######## design 1 ########
### Clock nets, design 1

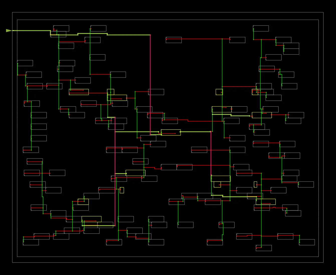

<file path="src/rtl/lsu_pkg.sv">
// Shared constants for the load/store unit: access-size encodings taken
// straight from inst[14:12] and the FSM state encoding.
package lsu_pkg;

    // funct3 access sizes
    localparam logic [2:0] F3_B  = 3'b000;
    localparam logic [2:0] F3_H  = 3'b001;
    localparam logic [2:0] F3_W  = 3'b010;
    localparam logic [2:0] F3_BU = 3'b100;
    localparam logic [2:0] F3_HU = 3'b101;

    // FSM states
    localparam logic [1:0] IDLE = 2'd0;
    localparam logic [1:0] REQ  = 2'd1;
    localparam logic [1:0] WAIT = 2'd2;
    localparam logic [1:0] DONE = 2'd3;

endpackage

</file>
<file path="src/rtl/lsu_align.sv">
// Purely combinational lane logic for the load/store unit.
// The request side works on the live decoder inputs (byte enables, store
// replication, misalign/illegal detection); the response side works on the
// registered size/offset to pick and extend the loaded lane.
module lsu_align
    import lsu_pkg::*;
(
    input  logic [2:0]  req_funct3,
    input  logic [1:0]  req_offset,
    input  logic        req_we,
    input  logic [31:0] req_wdata,
    output logic [3:0]  req_be,
    output logic [31:0] req_store_data,
    output logic        req_bad,
    input  logic [2:0]  rsp_funct3,
    input  logic [1:0]  rsp_offset,
    input  logic [31:0] rsp_word,
    output logic [31:0] rsp_load_data
);

    logic        misaligned;
    logic        illegal;
    logic [7:0]  word_lane [4];
    logic [7:0]  byte_sel;
    logic [15:0] half_sel;

    genvar gi;
    generate
        for (gi = 0; gi < 4; gi++) begin : g_lane
            assign word_lane[gi] = rsp_word[8*gi +: 8];
        end
    endgenerate

    assign byte_sel = word_lane[rsp_offset];
    assign half_sel = rsp_offset[1] ? rsp_word[31:16] : rsp_word[15:0];

    // Byte enables, lane replication and legality of the incoming request
    always_comb begin
        req_be         = 4'b0000;
        req_store_data = req_wdata;
        misaligned     = 1'b0;
        illegal        = 1'b0;
        case (req_funct3)
            F3_B, F3_BU: begin
                req_be         = 4'b0001 << req_offset;
                req_store_data = {4{req_wdata[7:0]}};
                // unsigned loads have no store counterpart
                illegal        = req_we && (req_funct3 == F3_BU);
            end
            F3_H, F3_HU: begin
                req_be         = 4'b0011 << {req_offset[1], 1'b0};
                req_store_data = {2{req_wdata[15:0]}};
                misaligned     = req_offset[0];
                illegal        = req_we && (req_funct3 == F3_HU);
            end
            F3_W: begin
                req_be         = 4'b1111;
                misaligned     = |req_offset;
            end
            default: begin
                illegal        = 1'b1;
            end
        endcase
        req_bad = misaligned | illegal;
    end

    // Lane selection and sign/zero extension of the returned word
    always_comb begin
        rsp_load_data = rsp_word;
        case (rsp_funct3)
            F3_B:    rsp_load_data = {{24{byte_sel[7]}}, byte_sel};
            F3_BU:   rsp_load_data = {24'h000000, byte_sel};
            F3_H:    rsp_load_data = {{16{half_sel[15]}}, half_sel};
            F3_HU:   rsp_load_data = {16'h0000, half_sel};
            default: rsp_load_data = rsp_word;
        endcase
    end

endmodule

</file>
<file path="src/rtl/load_store_unit.sv">
// Memory stage between a single-cycle core and a multi-cycle data memory.
// Captures one load/store in IDLE, runs a req/gnt(/rvalid) handshake on a
// word-addressed port, and releases the core with a one-cycle done pulse.
// Both handshake phases are bounded by TIMEOUT cycles.
module load_store_unit
    import lsu_pkg::*;
#(
    parameter int ADDR_W  = 32,
    parameter int TIMEOUT = 16
) (
    input  logic              clk_i,
    input  logic              rst_i,
    input  logic              memread_i,
    input  logic              memwrite_i,
    input  logic [2:0]        funct3_i,
    input  logic [ADDR_W-1:0] address_i,
    input  logic [31:0]       wdata_i,
    output logic [31:0]       rdata_o,
    output logic              stall_o,
    output logic              done_o,
    output logic              err_o,
    output logic              mem_req_o,
    output logic              mem_we_o,
    output logic [ADDR_W-3:0] mem_addr_o,
    output logic [3:0]        mem_be_o,
    output logic [31:0]       mem_wdata_o,
    input  logic              mem_gnt_i,
    input  logic              mem_rvalid_i,
    input  logic [31:0]       mem_rdata_i
);

    localparam int             CNT_W    = $clog2(TIMEOUT + 1);
    localparam logic [CNT_W-1:0] CNT_LAST = CNT_W'(TIMEOUT - 1);

    logic [1:0]        state_reg, state_next;
    logic [CNT_W-1:0]  cnt_reg;
    logic [ADDR_W-3:0] addr_reg;
    logic [1:0]        offset_reg;
    logic [3:0]        be_reg;
    logic [31:0]       wdata_reg;
    logic              we_reg;
    logic [2:0]        funct3_reg;
    logic              err_reg;
    logic [31:0]       rdata_reg;

    logic              access;
    logic              timed_out;
    logic [3:0]        align_be;
    logic [31:0]       align_store;
    logic              align_bad;
    logic [31:0]       align_load;

    // a store wins when the decoder raises both strobes
    assign access    = memread_i | memwrite_i;
    assign timed_out = (cnt_reg == CNT_LAST);

    lsu_align u_align (
        .req_funct3     (funct3_i),
        .req_offset     (address_i[1:0]),
        .req_we         (memwrite_i),
        .req_wdata      (wdata_i),
        .req_be         (align_be),
        .req_store_data (align_store),
        .req_bad        (align_bad),
        .rsp_funct3     (funct3_reg),
        .rsp_offset     (offset_reg),
        .rsp_word       (mem_rdata_i),
        .rsp_load_data  (align_load)
    );

    // Next-state decision; grant and rvalid take priority over a timeout
    // landing in the same cycle
    always_comb begin
        state_next = state_reg;
        case (state_reg)
            IDLE: if (access) state_next = align_bad ? DONE : REQ;
            REQ: begin
                if (mem_gnt_i)      state_next = we_reg ? DONE : WAIT;
                else if (timed_out) state_next = DONE;
            end
            WAIT: if (mem_rvalid_i || timed_out) state_next = DONE;
            DONE: state_next = IDLE;
            default: state_next = IDLE;
        endcase
    end

    // State register and per-state cycle counter, cleared on every state entry
    always_ff @(posedge clk_i) begin
        if (rst_i) begin
            state_reg <= IDLE;
            cnt_reg   <= '0;
        end else begin
            state_reg <= state_next;
            if (state_next != state_reg)
                cnt_reg <= '0;
            else if (state_reg == REQ || state_reg == WAIT)
                cnt_reg <= cnt_reg + 1'b1;
        end
    end

    // Request capture in IDLE, error flagging and load data capture
    always_ff @(posedge clk_i) begin
        if (rst_i) begin
            addr_reg   <= '0;
            offset_reg <= '0;
            be_reg     <= '0;
            wdata_reg  <= '0;
            we_reg     <= 1'b0;
            funct3_reg <= '0;
            err_reg    <= 1'b0;
            rdata_reg  <= '0;
        end else begin
            case (state_reg)
                IDLE: begin
                    if (access) begin
                        addr_reg   <= address_i[ADDR_W-1:2];
                        offset_reg <= address_i[1:0];
                        be_reg     <= align_be;
                        wdata_reg  <= align_store;
                        we_reg     <= memwrite_i;
                        funct3_reg <= funct3_i;
                        err_reg    <= align_bad;
                        rdata_reg  <= '0;
                    end
                end
                REQ: begin
                    if (!mem_gnt_i && timed_out) err_reg <= 1'b1;
                end
                WAIT: begin
                    if (mem_rvalid_i)   rdata_reg <= align_load;
                    else if (timed_out) err_reg   <= 1'b1;
                end
                default: ;
            endcase
        end
    end

    assign mem_req_o   = (state_reg == REQ);
    assign mem_we_o    = we_reg;
    assign mem_addr_o  = addr_reg;
    assign mem_be_o    = be_reg;
    assign mem_wdata_o = wdata_reg;

    assign done_o  = (state_reg == DONE);
    assign err_o   = done_o & err_reg;
    assign rdata_o = done_o ? rdata_reg : 32'h0;
    assign stall_o = access & (state_reg != DONE);

endmodule

</file>
<file path="config.mk">
export PLATFORM = sky130hd
export DESIGN_NAME = load_store_unit
export DESIGN_NICKNAME = d
export VERILOG_FILES = /design/src/rtl/lsu_pkg.sv /design/src/rtl/lsu_align.sv /design/src/rtl/load_store_unit.sv
export SDC_FILE = /design/constraint.sdc
export NUM_CORES = 1
export LEC_CHECK = 0
export CAP_MARGIN = 10
export CORE_ASPECT_RATIO = 0.8
export CORE_MARGIN = 2
export CORE_UTILIZATION = 35
export DETAILED_ROUTE_END_ITERATION = 10
export MAX_ROUTING_LAYER = met4
export PLACE_DENSITY_LB_ADDON = 0.08
export SYNTH_ARGS = -nofsm -noshare
export SYNTH_HDL_FRONTEND = slang
export SYNTH_HIERARCHICAL = 1
export SYNTH_SLANG_ARGS = --single-unit
</file>
<file path="constraint.sdc">
create_clock -name clk_i -period 3.18 [get_ports clk_i]
set_clock_uncertainty 0.15 [all_clocks]
set_input_delay 0.954 -clock clk_i [delete_from_list [all_inputs] [get_ports clk_i]]
set_output_delay 0.954 -clock clk_i [all_outputs]
set_load 0.01 [all_outputs]
</file>
######## design 2 ########
$ cat src/rtl/cpu_pkg.sv
// cpu_pkg: shared fetch-stage types and instruction constants
package cpu_pkg;
  typedef enum logic [1:0] {FILL, RUN, HALT} fetch_state_t;
  localparam logic [31:0] NOP_INSTR = 32'h0;
  localparam logic [31:0] HALT_INSTR = 32'h1400_0000;
  localparam int OPCODE_MSB = 31;
  localparam int OPCODE_LSB = 21;
  localparam int INSTR_BYTES = 4;
endpackage

$ cat src/rtl/pc_reg.sv
// pc_reg: enabled register with synchronous active-low reset
module pc_reg #(
  parameter int W = 64,
  parameter logic [W-1:0] RESET_VAL = '0
) (
  input  logic         clk,
  input  logic         reset_n,
  input  logic         en,
  input  logic [W-1:0] d,
  output logic [W-1:0] q
);
  always_ff @(posedge clk)
    if (!reset_n) q <= RESET_VAL;
    else if (en) q <= d;
endmodule

$ cat src/rtl/instr_fetch.sv
// instr_fetch: PC sequencing, IF/ID register and FILL/RUN/HALT control
module instr_fetch
  import cpu_pkg::*;
#(
  parameter int ADDR_W = 64,
  parameter logic [ADDR_W-1:0] RESET_PC = '0
) (
  input  logic              clk,
  input  logic              reset_n,
  output logic [ADDR_W-1:0] imem_addr,
  input  logic [31:0]       imem_rdata,
  input  logic              stall,
  input  logic              flush,
  input  logic              br_taken,
  input  logic [ADDR_W-1:0] br_target,
  output logic [ADDR_W-1:0] if_pc,
  output logic [31:0]       if_instr,
  output logic [10:0]       if_opcode,
  output logic              if_valid,
  output logic              halted,
  output logic [31:0]       fetch_count
);
  fetch_state_t state, state_nxt;
  logic [ADDR_W-1:0] pc, pc_d;
  logic halt_st, bubble, load, pc_en;
  assign halt_st = state == HALT;
  assign bubble = br_taken | (flush & ~halt_st);
  assign load = ~halt_st & ~br_taken & ~flush & ~stall;
  assign pc_en = br_taken | (~halt_st & ~stall);
  assign pc_d = br_taken ? (br_target & ~ADDR_W'(3)) : pc + ADDR_W'(INSTR_BYTES);
  pc_reg #(.W(ADDR_W), .RESET_VAL(RESET_PC)) u_pc (
    .clk(clk), .reset_n(reset_n), .en(pc_en), .d(pc_d), .q(pc)
  );
  assign imem_addr = pc;
  assign halted = halt_st;
  assign if_opcode = if_instr[OPCODE_MSB:OPCODE_LSB];
  always_comb
    state_nxt = br_taken ? RUN :
                (load && imem_rdata == HALT_INSTR) ? HALT :
                halt_st ? HALT : RUN;
  always_ff @(posedge clk)
    if (!reset_n) state <= FILL;
    else state <= state_nxt;
  always_ff @(posedge clk)
    if (!reset_n) begin
      if_pc <= RESET_PC;
      if_instr <= NOP_INSTR;
      if_valid <= 1'b0;
      fetch_count <= '0;
    end else if (bubble) begin
      if_instr <= NOP_INSTR;
      if_valid <= 1'b0;
    end else if (load) begin
      if_pc <= pc;
      if_instr <= imem_rdata;
      if_valid <= 1'b1;
      fetch_count <= fetch_count + 32'd1;
    end
endmodule

$ cat config.mk
export PLATFORM = sky130hd
export DESIGN_NAME = instr_fetch
export DESIGN_NICKNAME = d
export VERILOG_FILES = /design/src/rtl/cpu_pkg.sv /design/src/rtl/pc_reg.sv /design/src/rtl/instr_fetch.sv
export SDC_FILE = /design/constraint.sdc
export NUM_CORES = 1
export LEC_CHECK = 0
export CAP_MARGIN = 20
export CORE_MARGIN = 1.5
export CORE_UTILIZATION = 41
export DETAILED_ROUTE_END_ITERATION = 8
export HOLD_SLACK_MARGIN = 0.08
export PLACE_DENSITY = 0.83
export SLEW_MARGIN = 20
export SYNTH_ARGS = -nofsm -noshare
export SYNTH_HDL_FRONTEND = slang
export SYNTH_SLANG_ARGS = --single-unit
$ cat constraint.sdc
create_clock -name clk -period 2.6 [get_ports clk]
set_clock_uncertainty 0.05 [all_clocks]
set_input_delay 0.65 -clock clk [delete_from_list [all_inputs] [get_ports clk]]
set_output_delay 0.65 -clock clk [all_outputs]
set_load 0.02 [all_outputs]

==> gallery <==
Sizing map.
Scale: 3 px per um.
image #1
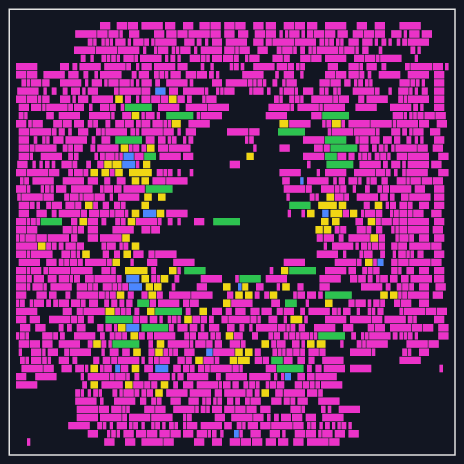
image #2
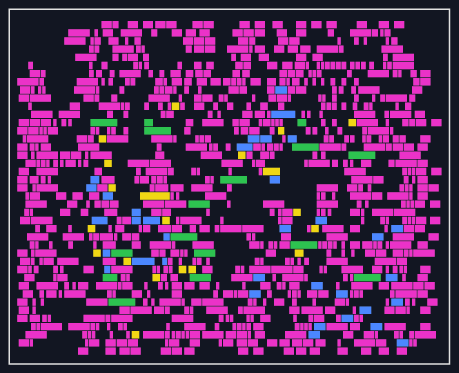
image #2: design 1
image #1: design 2
- most cells: image #1
- largest die: image #1

Key to image #2:
legend:
  green:
    size: x6 and larger
    cells: 16
    share: 1.7%
  magenta:
    size: x1 and smaller
    cells: 845
    share: 92%
  yellow:
    size: x3 and x4
    cells: 20
    share: 2.2%
  blue:
    size: x2
    cells: 35
    share: 3.8%

### Signal metal coverage by tile, design 1

Scale: 2 px per um. The die is cut into 29 by 24 equal tiles; black is low, pale yellow is high, scaled to the fullest tile. Values are wire area over tile area, all layers added.
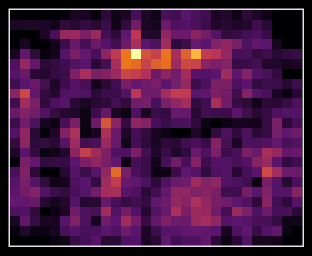
mean over tiles: 0.16
densest ninth of the die: north
tiles over half the peak: 3.7%
nearly empty tiles: 5.9%
fullest tile: 0.74

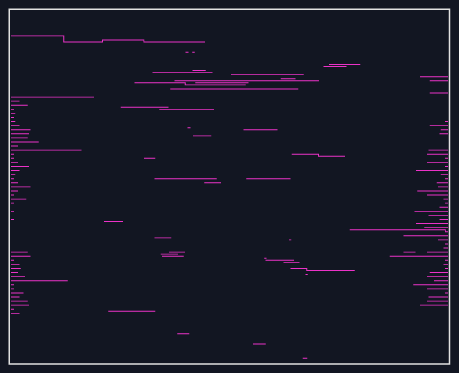
*M3 wires, design 1*
Scale: 3 px per um.
share of all routed wire: 5.4%
wire length on this layer: 948 um
vias: 5630
GR Util met3: 4.380%
DRT Wirelength: 17540 um

## Picture notes: 'Clock nets' of design 1
CTS Sinks: 112
CTS buffer count: 9
clock network power: 0.00110 W

==> results.py, design 1 <==
# Synthesis and PnR figures
metrics = {
    "sta": {
        "setup_viol": 0,
    },
    "clock_tree": {
        "clk_latency_ns": 0.35,
        "htreeDepth": 3,
        "post_cts_buffers": 0,
    },
    "outcome": {
        "outcome": "finished clean",
    },
    "worst_setup_path": {
        "crit_required_ns": 2.08,
        "timing.rr.end": "cnt_reg[4]$_SDFFE_PP0P_",
        "end_kind": "primary output",
    },
    "floorplanning": {
        "core_area_um2": 15800,
        "die-height_um": 117.8,
        "tapcell.inserted": 215,
    },
    "synth": {
        "synthAoiAreaFrac_pct": 20.35,
        "yosys_warnings": 6,
        "ys_seq_share_pct": 39.59,
        "yosys.area_share.adder_pct": 1.768,
        "synthSimpleGateAreaFrac_pct": 24.26,
        "common_cells": "nand2_1 (213), dfxtp_1 (112), a21oi_1 (107)",
    },
    "cells_and_area": {
        "n_clock_buffer": 11,
        "comb_area_um2": 3097,
        "dominant_cells": "combinational gates",
        "instances_no_fill": 1131,
        "comb_cells": 556,
    },
    "routing": {
        "wl_per_cell_um": 15.51,
    },
    "power_and_ir_drop": {
        "leakage_nw": 2.991,
        "clkPwrFrac_pct": 21.4,
        "total_power_w": 0.005156,
    },
    "job": {
        "drv_cap": 0,
    },
    "placement": {
        "gp_congestion": 0.8723,
    },
}
-- design 1: metrics by stage --
stage	setup TNS (ns)	area [um^2]	worst slack, ns	util [%]
2_1_floorplan	0	5663	0.5600	-
3_3_place_gp	-0.09392	7891	-0.09392	49.94
3_5_place_dp	-0.1174	7891	-0.1174	49.94
4_1_cts	0	8173	0.09194	51.73
5_1_grt	0	8173	0.03835	51.73
6_report	0	8173	0.1401	51.73
-- design 1: routing by layer --
metal  global-route usage, %  wire [um]  up-vias
li1                        -          -     2843
met1                   28.14       8472     2616
met2                   31.84       7894      155
met3                   4.380        947       16
met4                   5.279        227        0
met5                       -          0        -
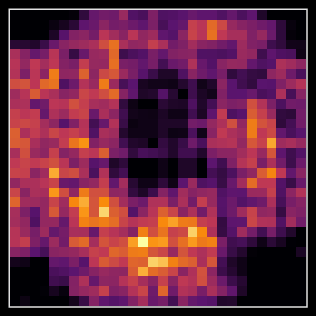
*Signal metal coverage by tile, design 2*
Scale: 2 px per um. The die is cut into 30 by 30 equal tiles; black is low, pale yellow is high, scaled to the fullest tile. Values are wire area over tile area, all layers added.
fullest tile: 0.66
mean over tiles: 0.22
nearly empty tiles: 10%
vias: 9234
WL per Instance: 17.07 um
DRT Wirelength: 28920 um
GRT Total Usage: 25.90%

==> results.py, design 2 <==
# Synthesis and PnR figures
metrics = {
    "worst_setup_path": {
        "cp.arrival_ns": 2.76,
        "crit_top_cell": "buf_4",
        "start_kind": "input port",
        "critPathKind": "in -> reg",
    },
    "routing": {
        "dr.pass1.iters": 5,
    },
    "floorplanning": {
        "ios": 306,
        "fp_util_pct": 42.23,
    },
    "power_and_ir_drop": {
        "p_clk_w": 0.00250,
        "internal_power_w": 0.004716,
        "powerComb_w": 0.000906,
    },
    "synth": {
        "yosys_warnings": 0,
        "synth_area_um2": 8628,
        "flop_cell": "dfxtp_1",
        "yosys-stat-cells": 1089,
    },
    "sta": {
        "setup_viol": 0,
        "fin_crit_ns": 2.457,
        "relSlewSlack_pct": 55.38,
    },
    "outcome": {
        "outcome": "finished clean",
    },
    "clock_tree": {
        "clk_path_buf_depth": 2,
    },
}
==> design 2: cell families after synthesis <==
group	Yosys count	share of synthesized area (%)
buffers and inverters	104	5.351
muxes	11	1.276
other	1	0.04346
xor gates and xnor gates	48	4.872
DFF	191	44.32
AOI/OAI and AO/OA	237	15.49
and+or+nand+nor	495	28.36
adders and majority gates	2	0.2900
==> design 2: cell type report <==
type | count | area [um^2]
fillers | 1782 | 7579
multi-input cells | 797 | 4378
clock inverters | 14 | 128.9
flip-flops and latches | 191 | 3824
clock buffers | 17 | 425.4
repair buffers | 381 | 3665
well taps | 270 | 337.8
inverters | 24 | 92.59


==> notes/layouts.md <==
Pictures saved along the way, in no particular order.

Sequential cells colored by netlist name.
Scale: 2 px per um. Other sequential cells in the stronger gray, the rest of the logic in the fainter gray.
(a)
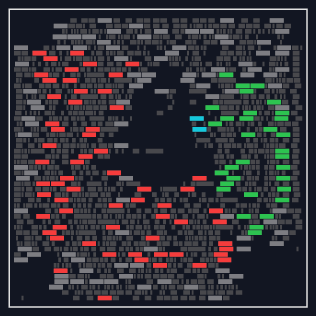
(b)
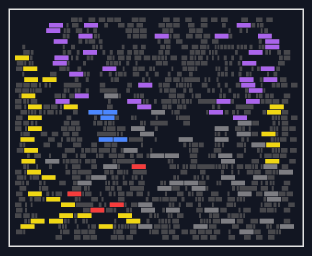
design 2: (a)
design 1: (b)
The one with the most cells is (a).
The one with the most sequential cells is (a).

Key to (b):
legend:
  yellow:
    name_in_the_netlist: mem_addr_o
    flops: 30
  purple:
    name_in_the_netlist: rdata_reg
    flops: 32
  blue:
    name_in_the_netlist: cnt_reg
    flops: 5
  red:
    name_in_the_netlist: mem_be_o
    flops: 4

Power is estimated from default activity; no workload was simulated.
